######## block 1 ########
Figure 1. Wires at chosen ports, followed through buffers (block 1).
Bar = 20 um.
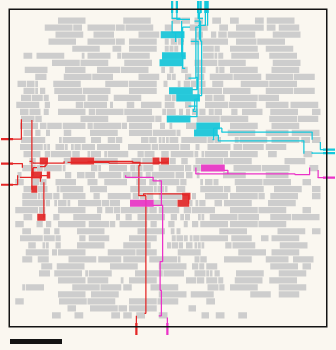

$ cat src/rtl/switch_pkg.sv
// Shared switch parameters: default port count, flit width and queue depth,
// plus the derived index/count widths used by the input queues and the arbiter.
package switch_pkg;

   localparam int NPORTS_DEF = 4;
   localparam int DW_DEF     = 8;
   localparam int DEPTH_DEF  = 4;

   // Index width that never collapses to zero bits for single-entry ranges
   function automatic int idx_w(input int n);
      return (n > 1) ? $clog2(n) : 1;
   endfunction

   localparam int PORT_W = idx_w(NPORTS_DEF);
   localparam int CNT_W  = $clog2(DEPTH_DEF) + 1;

   typedef enum logic [1:0] {
      GNT_IDLE,
      GNT_ONE,
      GNT_MULTI
   } gnt_class_e;

endpackage

$ cat src/rtl/sync_fifo.sv
// Single-clock FIFO for one switch input port; exposes the head flit
// combinationally so the top level can register it on a pop.
module sync_fifo
   import switch_pkg::*;
#(
   parameter int DW    = DW_DEF,
   parameter int DEPTH = DEPTH_DEF
) (
   input  logic          clk,
   input  logic          rst,
   input  logic          push,
   input  logic [DW-1:0] din,
   input  logic          pop,
   output logic [DW-1:0] head,
   output logic          ready,
   output logic          nonempty
);

   localparam int AW = idx_w(DEPTH);
   localparam int CW = $clog2(DEPTH) + 1;

   logic [DW-1:0] mem [DEPTH];
   logic [AW-1:0] wr_ptr;
   logic [AW-1:0] rd_ptr;
   logic [CW-1:0] count;
   logic          push_en;
   logic          pop_en;

   assign ready    = (count != CW'(DEPTH));
   assign nonempty = (count != '0);
   assign push_en  = push & ready;
   assign pop_en   = pop & nonempty;
   assign head     = mem[rd_ptr];

   always_ff @(posedge clk or posedge rst) begin
      if (rst) begin
         wr_ptr <= '0;
         rd_ptr <= '0;
         count  <= '0;
      end else begin
         if (push_en) wr_ptr <= wr_ptr + AW'(1);
         if (pop_en)  rd_ptr <= rd_ptr + AW'(1);
         case ({push_en, pop_en})
            2'b10:   count <= count + CW'(1);
            2'b01:   count <= count - CW'(1);
            default: count <= count;
         endcase
      end
   end

   // Storage carries no reset; validity is tracked by count alone
   always_ff @(posedge clk) begin
      if (push_en) mem[wr_ptr] <= din;
   end

endmodule

$ cat src/rtl/switch_input_queues.sv
// Per-port input queues feeding a round-robin arbiter: decodes the grant,
// pops the granted queue and registers the flit with its source port.
module switch_input_queues
   import switch_pkg::*;
#(
   parameter  int NPORTS = NPORTS_DEF,
   parameter  int DW     = DW_DEF,
   parameter  int DEPTH  = DEPTH_DEF,
   localparam int PW     = idx_w(NPORTS)
) (
   input  logic                 clk,
   input  logic                 rst,
   input  logic [NPORTS-1:0]    in_valid,
   input  logic [NPORTS*DW-1:0] in_data,
   output logic [NPORTS-1:0]    in_ready,
   output logic [NPORTS-1:0]    REQ,
   input  logic [NPORTS-1:0]    GNT,
   output logic                 out_valid,
   output logic [DW-1:0]        out_data,
   output logic [PW-1:0]        out_port,
   output logic                 gnt_err
);

   logic [DW-1:0]     head [NPORTS];
   logic [NPORTS-1:0] pop_p0;

   for (genvar i = 0; i < NPORTS; i++) begin : g_q
      sync_fifo #(.DW(DW), .DEPTH(DEPTH)) u_fifo (
         .clk      (clk),
         .rst      (rst),
         .push     (in_valid[i]),
         .din      (in_data[i*DW +: DW]),
         .pop      (pop_p0[i]),
         .head     (head[i]),
         .ready    (in_ready[i]),
         .nonempty (REQ[i])
      );
   end

   // Stage p0: grant decode and head selection
   gnt_class_e    gnt_class_p0;
   logic          pop_any_p0;
   logic [PW-1:0] pop_idx_p0;
   logic [DW-1:0] pop_data_p0;

   always_comb begin
      gnt_class_p0 = GNT_IDLE;
      pop_p0       = '0;
      pop_idx_p0   = '0;
      pop_data_p0  = '0;
      if ($countones(GNT) > 1)       gnt_class_p0 = GNT_MULTI;
      else if ($countones(GNT) == 1) gnt_class_p0 = GNT_ONE;
      // A grant to an empty queue is legal but simply yields nothing
      if (gnt_class_p0 == GNT_ONE) pop_p0 = GNT & REQ;
      for (int i = 0; i < NPORTS; i++) begin
         if (pop_p0[i]) begin
            pop_idx_p0  = PW'(i);
            pop_data_p0 = head[i];
         end
      end
   end

   assign pop_any_p0 = |pop_p0;

   // Stage p1: registered output flit and sticky grant error
   logic          vld_p1;
   logic [DW-1:0] data_p1;
   logic [PW-1:0] port_p1;
   logic          gnt_err_p1;

   always_ff @(posedge clk or posedge rst) begin
      if (rst) begin
         vld_p1     <= 1'b0;
         data_p1    <= '0;
         port_p1    <= '0;
         gnt_err_p1 <= 1'b0;
      end else begin
         vld_p1 <= pop_any_p0;
         if (pop_any_p0) begin
            data_p1 <= pop_data_p0;
            port_p1 <= pop_idx_p0;
         end
         if (gnt_class_p0 == GNT_MULTI) gnt_err_p1 <= 1'b1;
      end
   end

   assign out_valid = vld_p1;
   assign out_data  = data_p1;
   assign out_port  = port_p1;
   assign gnt_err   = gnt_err_p1;

endmodule

$ cat config.mk
export PLATFORM = sky130hd
export DESIGN_NAME = switch_input_queues
export DESIGN_NICKNAME = d
export VERILOG_FILES = /design/src/rtl/switch_pkg.sv /design/src/rtl/sync_fifo.sv /design/src/rtl/switch_input_queues.sv
export SDC_FILE = /design/constraint.sdc
export NUM_CORES = 1
export LEC_CHECK = 0
export CAP_MARGIN = 10
export CORE_MARGIN = 1.5
export CORE_UTILIZATION = 50
export DETAILED_ROUTE_END_ITERATION = 10
export GPL_ROUTABILITY_DRIVEN = 0
export PLACE_DENSITY_LB_ADDON = 0.15
export SYNTH_ARGS = -nofsm -noshare
export SYNTH_HDL_FRONTEND = slang
export SYNTH_SLANG_ARGS = --single-unit
$ cat constraint.sdc
create_clock -name clk -period 2.1 [get_ports clk]
set_input_delay 0.42 -clock clk [delete_from_list [all_inputs] [get_ports clk]]
set_output_delay 0.42 -clock clk [all_outputs]
set_load 0.01 [all_outputs]
######## block 2 ########
**src/rtl/isle_tmds_pkg.sv**
```systemverilog
// Shared constants and helpers for the DVI TMDS encoder.
package isle_tmds_pkg;

  localparam int TMDS_W     = 10;
  localparam int TMDS_CNT_W = 6;

  localparam logic [TMDS_W-1:0] TMDS_CTRL_00 = 10'b1101010100;
  localparam logic [TMDS_W-1:0] TMDS_CTRL_01 = 10'b0010101011;
  localparam logic [TMDS_W-1:0] TMDS_CTRL_10 = 10'b0101010100;
  localparam logic [TMDS_W-1:0] TMDS_CTRL_11 = 10'b1010101011;

  function automatic logic [3:0] popcount8(input logic [7:0] v);
    logic [3:0] n;
    n = '0;
    for (int i = 0; i < 8; i++) begin
      n = n + {3'b000, v[i]};
    end
    return n;
  endfunction

  function automatic logic [TMDS_W-1:0] tmds_ctrl_sym(input logic [1:0] c);
    logic [TMDS_W-1:0] s;
    case (c)
      2'b00:   s = TMDS_CTRL_00;
      2'b01:   s = TMDS_CTRL_01;
      2'b10:   s = TMDS_CTRL_10;
      default: s = TMDS_CTRL_11;
    endcase
    return s;
  endfunction

endpackage

```
**src/rtl/tmds_qm.sv**
```systemverilog
// TMDS stage A: transition-minimised q_m, its ones count, and the
// de/ctrl bits aligned with it.
module tmds_qm
  import isle_tmds_pkg::*;
(
  input  logic       clk_pix,
  input  logic       rst_pix_n,
  input  logic       de,
  input  logic [7:0] d8,
  input  logic [1:0] ctrl,
  output logic       de_a,
  output logic [1:0] ctrl_a,
  output logic [8:0] q_m,
  output logic [3:0] n1q
);

  logic [3:0] n1d;
  logic       use_xnor;
  logic [8:0] q_m_c;

  always_comb begin
    n1d      = popcount8(d8);
    use_xnor = (n1d > 4'd4) || ((n1d == 4'd4) && !d8[0]);
    q_m_c    = '0;
    q_m_c[0] = d8[0];
    for (int i = 1; i < 8; i++) begin
      q_m_c[i] = use_xnor ? ~(q_m_c[i-1] ^ d8[i]) : (q_m_c[i-1] ^ d8[i]);
    end
    q_m_c[8] = ~use_xnor;
  end

  always_ff @(posedge clk_pix or negedge rst_pix_n) begin
    if (!rst_pix_n) begin
      de_a   <= 1'b0;
      ctrl_a <= 2'b00;
      q_m    <= '0;
      n1q    <= '0;
    end else begin
      de_a   <= de;
      ctrl_a <= ctrl;
      q_m    <= q_m_c;
      n1q    <= popcount8(q_m_c[7:0]);
    end
  end

endmodule

```
**src/rtl/tmds_encoder.sv**
```systemverilog
// Single-channel DVI TMDS encoder, 2-cycle latency, one symbol per clock,
// no handshake. ISLE_TMDS_EXPAND_EN selects a BPC-bit din with MSB replication.
module tmds_encoder
  import isle_tmds_pkg::*;
#(
  parameter int BPC = 5
) (
  input  logic                  clk_pix,
  input  logic                  rst_pix_n,
  input  logic                  de,
`ifdef ISLE_TMDS_EXPAND_EN
  input  logic [BPC-1:0]        din,
`else
  input  logic [7:0]            din,
`endif
  input  logic [1:0]            ctrl,
  output logic [TMDS_W-1:0]     tmds,
  output logic [TMDS_CNT_W-1:0] disp
);

  if (BPC < 4 || BPC > 7) begin : g_bpc_bad
    $error("tmds_encoder: BPC must be in 4..7");
  end

  logic [7:0] d8;
`ifdef ISLE_TMDS_EXPAND_EN
  assign d8 = {din, din[BPC-1 -: 8-BPC]};
`else
  assign d8 = din;
`endif

  logic       de_a;
  logic [1:0] ctrl_a;
  logic [8:0] q_m;
  logic [3:0] n1q;

  tmds_qm u_qm (
    .clk_pix   (clk_pix),
    .rst_pix_n (rst_pix_n),
    .de        (de),
    .d8        (d8),
    .ctrl      (ctrl),
    .de_a      (de_a),
    .ctrl_a    (ctrl_a),
    .q_m       (q_m),
    .n1q       (n1q)
  );

  logic signed [TMDS_CNT_W-1:0] cnt, cnt_nx, n1s, diff, q8x2;
  logic [TMDS_W-1:0]            tmds_nx;
  logic                         q8;

  // diff = N1q - N0q = 2*N1q - 8, sign-extended into the counter width
  always_comb begin
    q8      = q_m[8];
    n1s     = $signed({2'b00, n1q});
    diff    = (n1s <<< 1) - 6'sd8;
    q8x2    = q8 ? 6'sd2 : 6'sd0;
    tmds_nx = tmds_ctrl_sym(ctrl_a);
    cnt_nx  = '0;
    if (de_a) begin
      if ((cnt == 6'sd0) || (n1q == 4'd4)) begin
        tmds_nx = {~q8, q8, (q8 ? q_m[7:0] : ~q_m[7:0])};
        cnt_nx  = q8 ? (cnt + diff) : (cnt - diff);
      end else if (((cnt > 6'sd0) && (n1q > 4'd4)) ||
                   ((cnt < 6'sd0) && (n1q < 4'd4))) begin
        tmds_nx = {1'b1, q8, ~q_m[7:0]};
        cnt_nx  = cnt + q8x2 - diff;
      end else begin
        tmds_nx = {1'b0, q8, q_m[7:0]};
        cnt_nx  = cnt + diff - (q8 ? 6'sd0 : 6'sd2);
      end
    end
  end

  always_ff @(posedge clk_pix or negedge rst_pix_n) begin
    if (!rst_pix_n) begin
      tmds <= TMDS_CTRL_00;
      cnt  <= '0;
    end else begin
      tmds <= tmds_nx;
      cnt  <= cnt_nx;
    end
  end

  assign disp = cnt;

endmodule

```
**config.mk**
```make
export PLATFORM = sky130hd
export DESIGN_NAME = tmds_encoder
export DESIGN_NICKNAME = d
export VERILOG_FILES = /design/src/rtl/isle_tmds_pkg.sv /design/src/rtl/tmds_qm.sv /design/src/rtl/tmds_encoder.sv
export SDC_FILE = /design/constraint.sdc
export NUM_CORES = 1
export LEC_CHECK = 0
export CORE_UTILIZATION = 55
export CTS_CLUSTER_SIZE = 16
export DETAILED_ROUTE_END_ITERATION = 12
export PLACE_DENSITY = 0.88
export SLEW_MARGIN = 30
export SYNTH_ARGS = -nofsm -noshare
export SYNTH_HDL_FRONTEND = slang
export SYNTH_SLANG_ARGS = --single-unit
```
**constraint.sdc**
```tcl
create_clock -name clk_pix -period 7.7 [get_ports clk_pix]
set_input_delay 1.155 -clock clk_pix [delete_from_list [all_inputs] [get_ports clk_pix]]
set_output_delay 1.155 -clock clk_pix [all_outputs]
set_load 0.01 [all_outputs]
```
Figure 2. Local utilization (block 1).
Bar = 20 um. The die is cut into 12 by 12 equal tiles; white is low, dark blue is high, 0 to 100% covered.
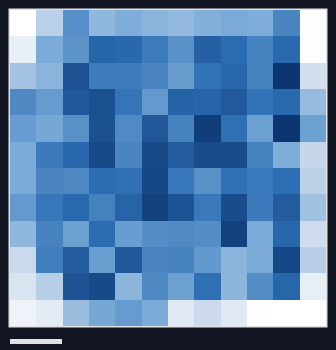
densest ninth of the die: center
emptiest ninth of the die: lower right
fullest tile: 98%
nearly empty tiles: 4.2%

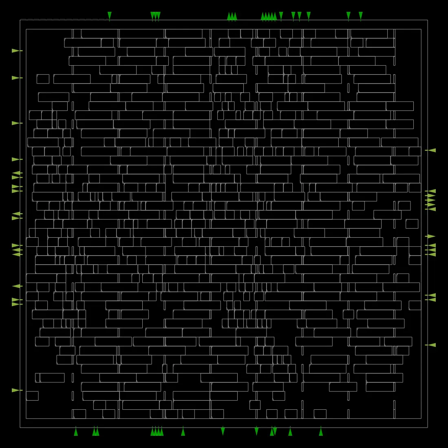
Figure 3: block 1, placed standard cells.
Rows: 43
flop share of the area: 53.2%

Notes on Figure 1 above:
legend:
  cyan:
    port: `out_data`
    bits: 8
    direction: output
    edge: 6 top, 2 right
    end_cells: 8
    wire: 301 um
  red:
    port: `GNT`
    bits: 4
    direction: input
    edge: 3 left, 1 bottom
    end_cells: 10
    wire: 248 um
  magenta:
    port: `out_port`
    bits: 2
    direction: output
    edge: 1 bottom, 1 right
    end_cells: 2
    wire: 135 um
I/O pin count: 62
Buffers on Ports: 61

==> impl_table.tex, block 1 <==
% Yosys + OpenROAD metrics
\begin{tabular}{lr}
\hline
Metric & Value \\
\hline
\multicolumn{2}{l}{\textbf{Cells and area}} \\
Final core utilization & 65.6\% \\
P\&R area growth vs syn & 27.6\% \\
Highest-count cells in the layout ignoring fill and taps & edfxtp\_1 (128), clkdlybuf4s50\_1 (51), buf\_4 (41) \\
\multicolumn{2}{l}{\textbf{CTS}} \\
Number of gates resized after CTS & 45 \\
Post-CTS Hold Buffers & 0 \\
\multicolumn{2}{l}{\textbf{Status}} \\
Run status & complete, but fails checks \\
Failing checks & setup timing \\
\multicolumn{2}{l}{\textbf{Setup path}} \\
Maximum fanout along the worst path & 3 \\
Arrival time reported for the critical path endpoint & 3.04 ns \\
Launch point of the critical path & GNT[3] \\
R2R Path Start & g\_q[2].u\_fifo.count[0]\$\_DFFE\_PP0P\_ \\
\multicolumn{2}{l}{\textbf{Route}} \\
DR WL met2 & 6780 um \\
\multicolumn{2}{l}{\textbf{Die}} \\
Height of the die & 122 um \\
\multicolumn{2}{l}{\textbf{Logic synthesis}} \\
Most used standard cells in the synthesized netlist & edfxtp\_1 (128), dfrtp\_1 (40), inv\_1 (33) \\
Yosys stat cell total & 418 \\
\multicolumn{2}{l}{\textbf{Timing}} \\
Final Setup Violations & 25 \\
Min setup slack post-route & -0.599 ns \\
\multicolumn{2}{l}{\textbf{Placement}} \\
Total placed instance area & 8260 sq um \\
\multicolumn{2}{l}{\textbf{Global route}} \\
Antenna violations before repair & 0 \\
\hline
\end{tabular}
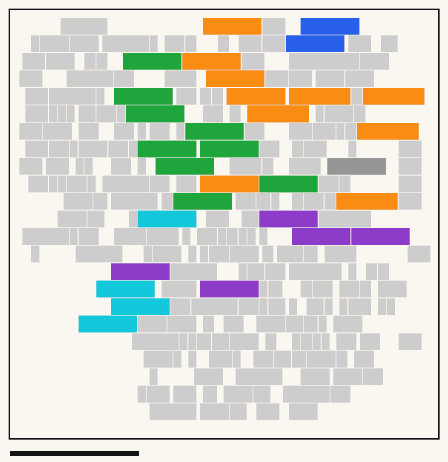
Figure 4: block 2, register map, names as in the netlist.
Bar = 20 um. Other sequential cells in the stronger gray, the rest of the logic in the fainter gray.
legend:
  purple:
    signal: `disp`
    sequential_cells: 5
  orange:
    signal: `tmds`
    sequential_cells: 10
  green:
    signal: `u_qm.q_m`
    sequential_cells: 9
  blue:
    signal: `u_qm.ctrl_a`
    sequential_cells: 2
  cyan:
    signal: `u_qm.n1q`
    sequential_cells: 4
flop share of the area: 28.8%
sequential standard cell area: 782 sq um
final core utilization: 68.0%

==> impl_table.tex, block 2 <==
% Yosys + OpenROAD metrics
\begin{tabular}{lr}
\hline
Metric & Value \\
\hline
\multicolumn{2}{l}{\textbf{Logic synthesis}} \\
Post-synth regs & 31 \\
Post-synth EDFFs & 0 \\
Dominant cell type by area after synthesis & dfrtp\_1 \\
\multicolumn{2}{l}{\textbf{Die}} \\
I/O pin count & 29 \\
Height of the die & 66.4 um \\
Initial Util & 57.1\% \\
\multicolumn{2}{l}{\textbf{Route}} \\
DR WL met2 & 2380 um \\
\multicolumn{2}{l}{\textbf{Timing}} \\
Final Setup Violations & 0 \\
\multicolumn{2}{l}{\textbf{CTS}} \\
Clk buf depth & 2 \\
\multicolumn{2}{l}{\textbf{Cells and area}} \\
Highest-count cells in the layout ignoring fill and taps & inv\_1 (33), ha\_1 (27), clkdlybuf4s50\_1 (27) \\
Fraction of final layout cells with drive strength greater than 1 & 7.32\% \\
\multicolumn{2}{l}{\textbf{Placement}} \\
Total placed instance area & 2600 sq um \\
\multicolumn{2}{l}{\textbf{Setup path}} \\
Launch point of the critical path & din[0] \\
Max stage delay cell, worst path & fa\_1 \\
\multicolumn{2}{l}{\textbf{Status}} \\
Run status & finished, final reports clean \\
\hline
\end{tabular}


==> gallery <==
PDN straps and rails.
Bar = 20 um. Pins as bars on the die edge. Tap cells in gray.
Plate I
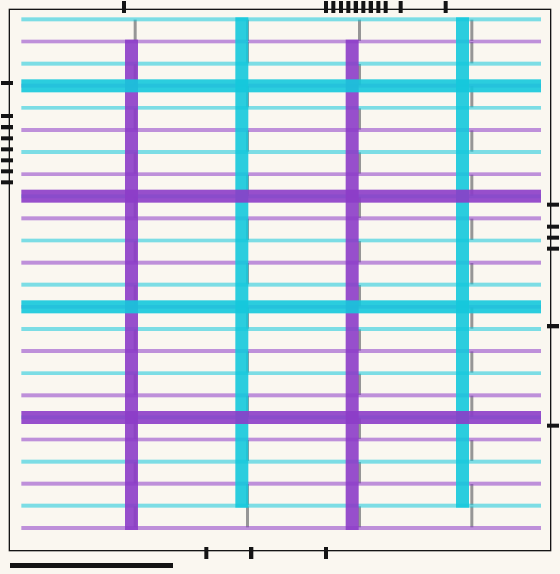
Plate II
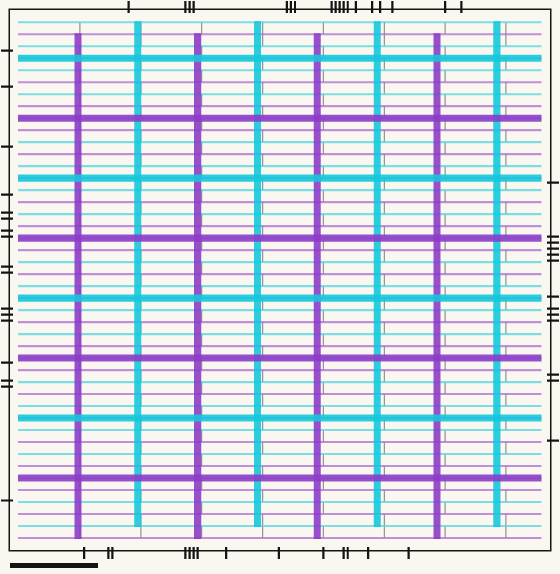
Of these, largest die: Plate II
Of these, most pins: Plate II
For block 2, see Plate I.
For block 1, see Plate II.

Key to Plate I:
legend:
  cyan:
    net: VDD
  purple:
    net: VSS
met5 straps: 4
met1 rails: 24
met4 straps: 4

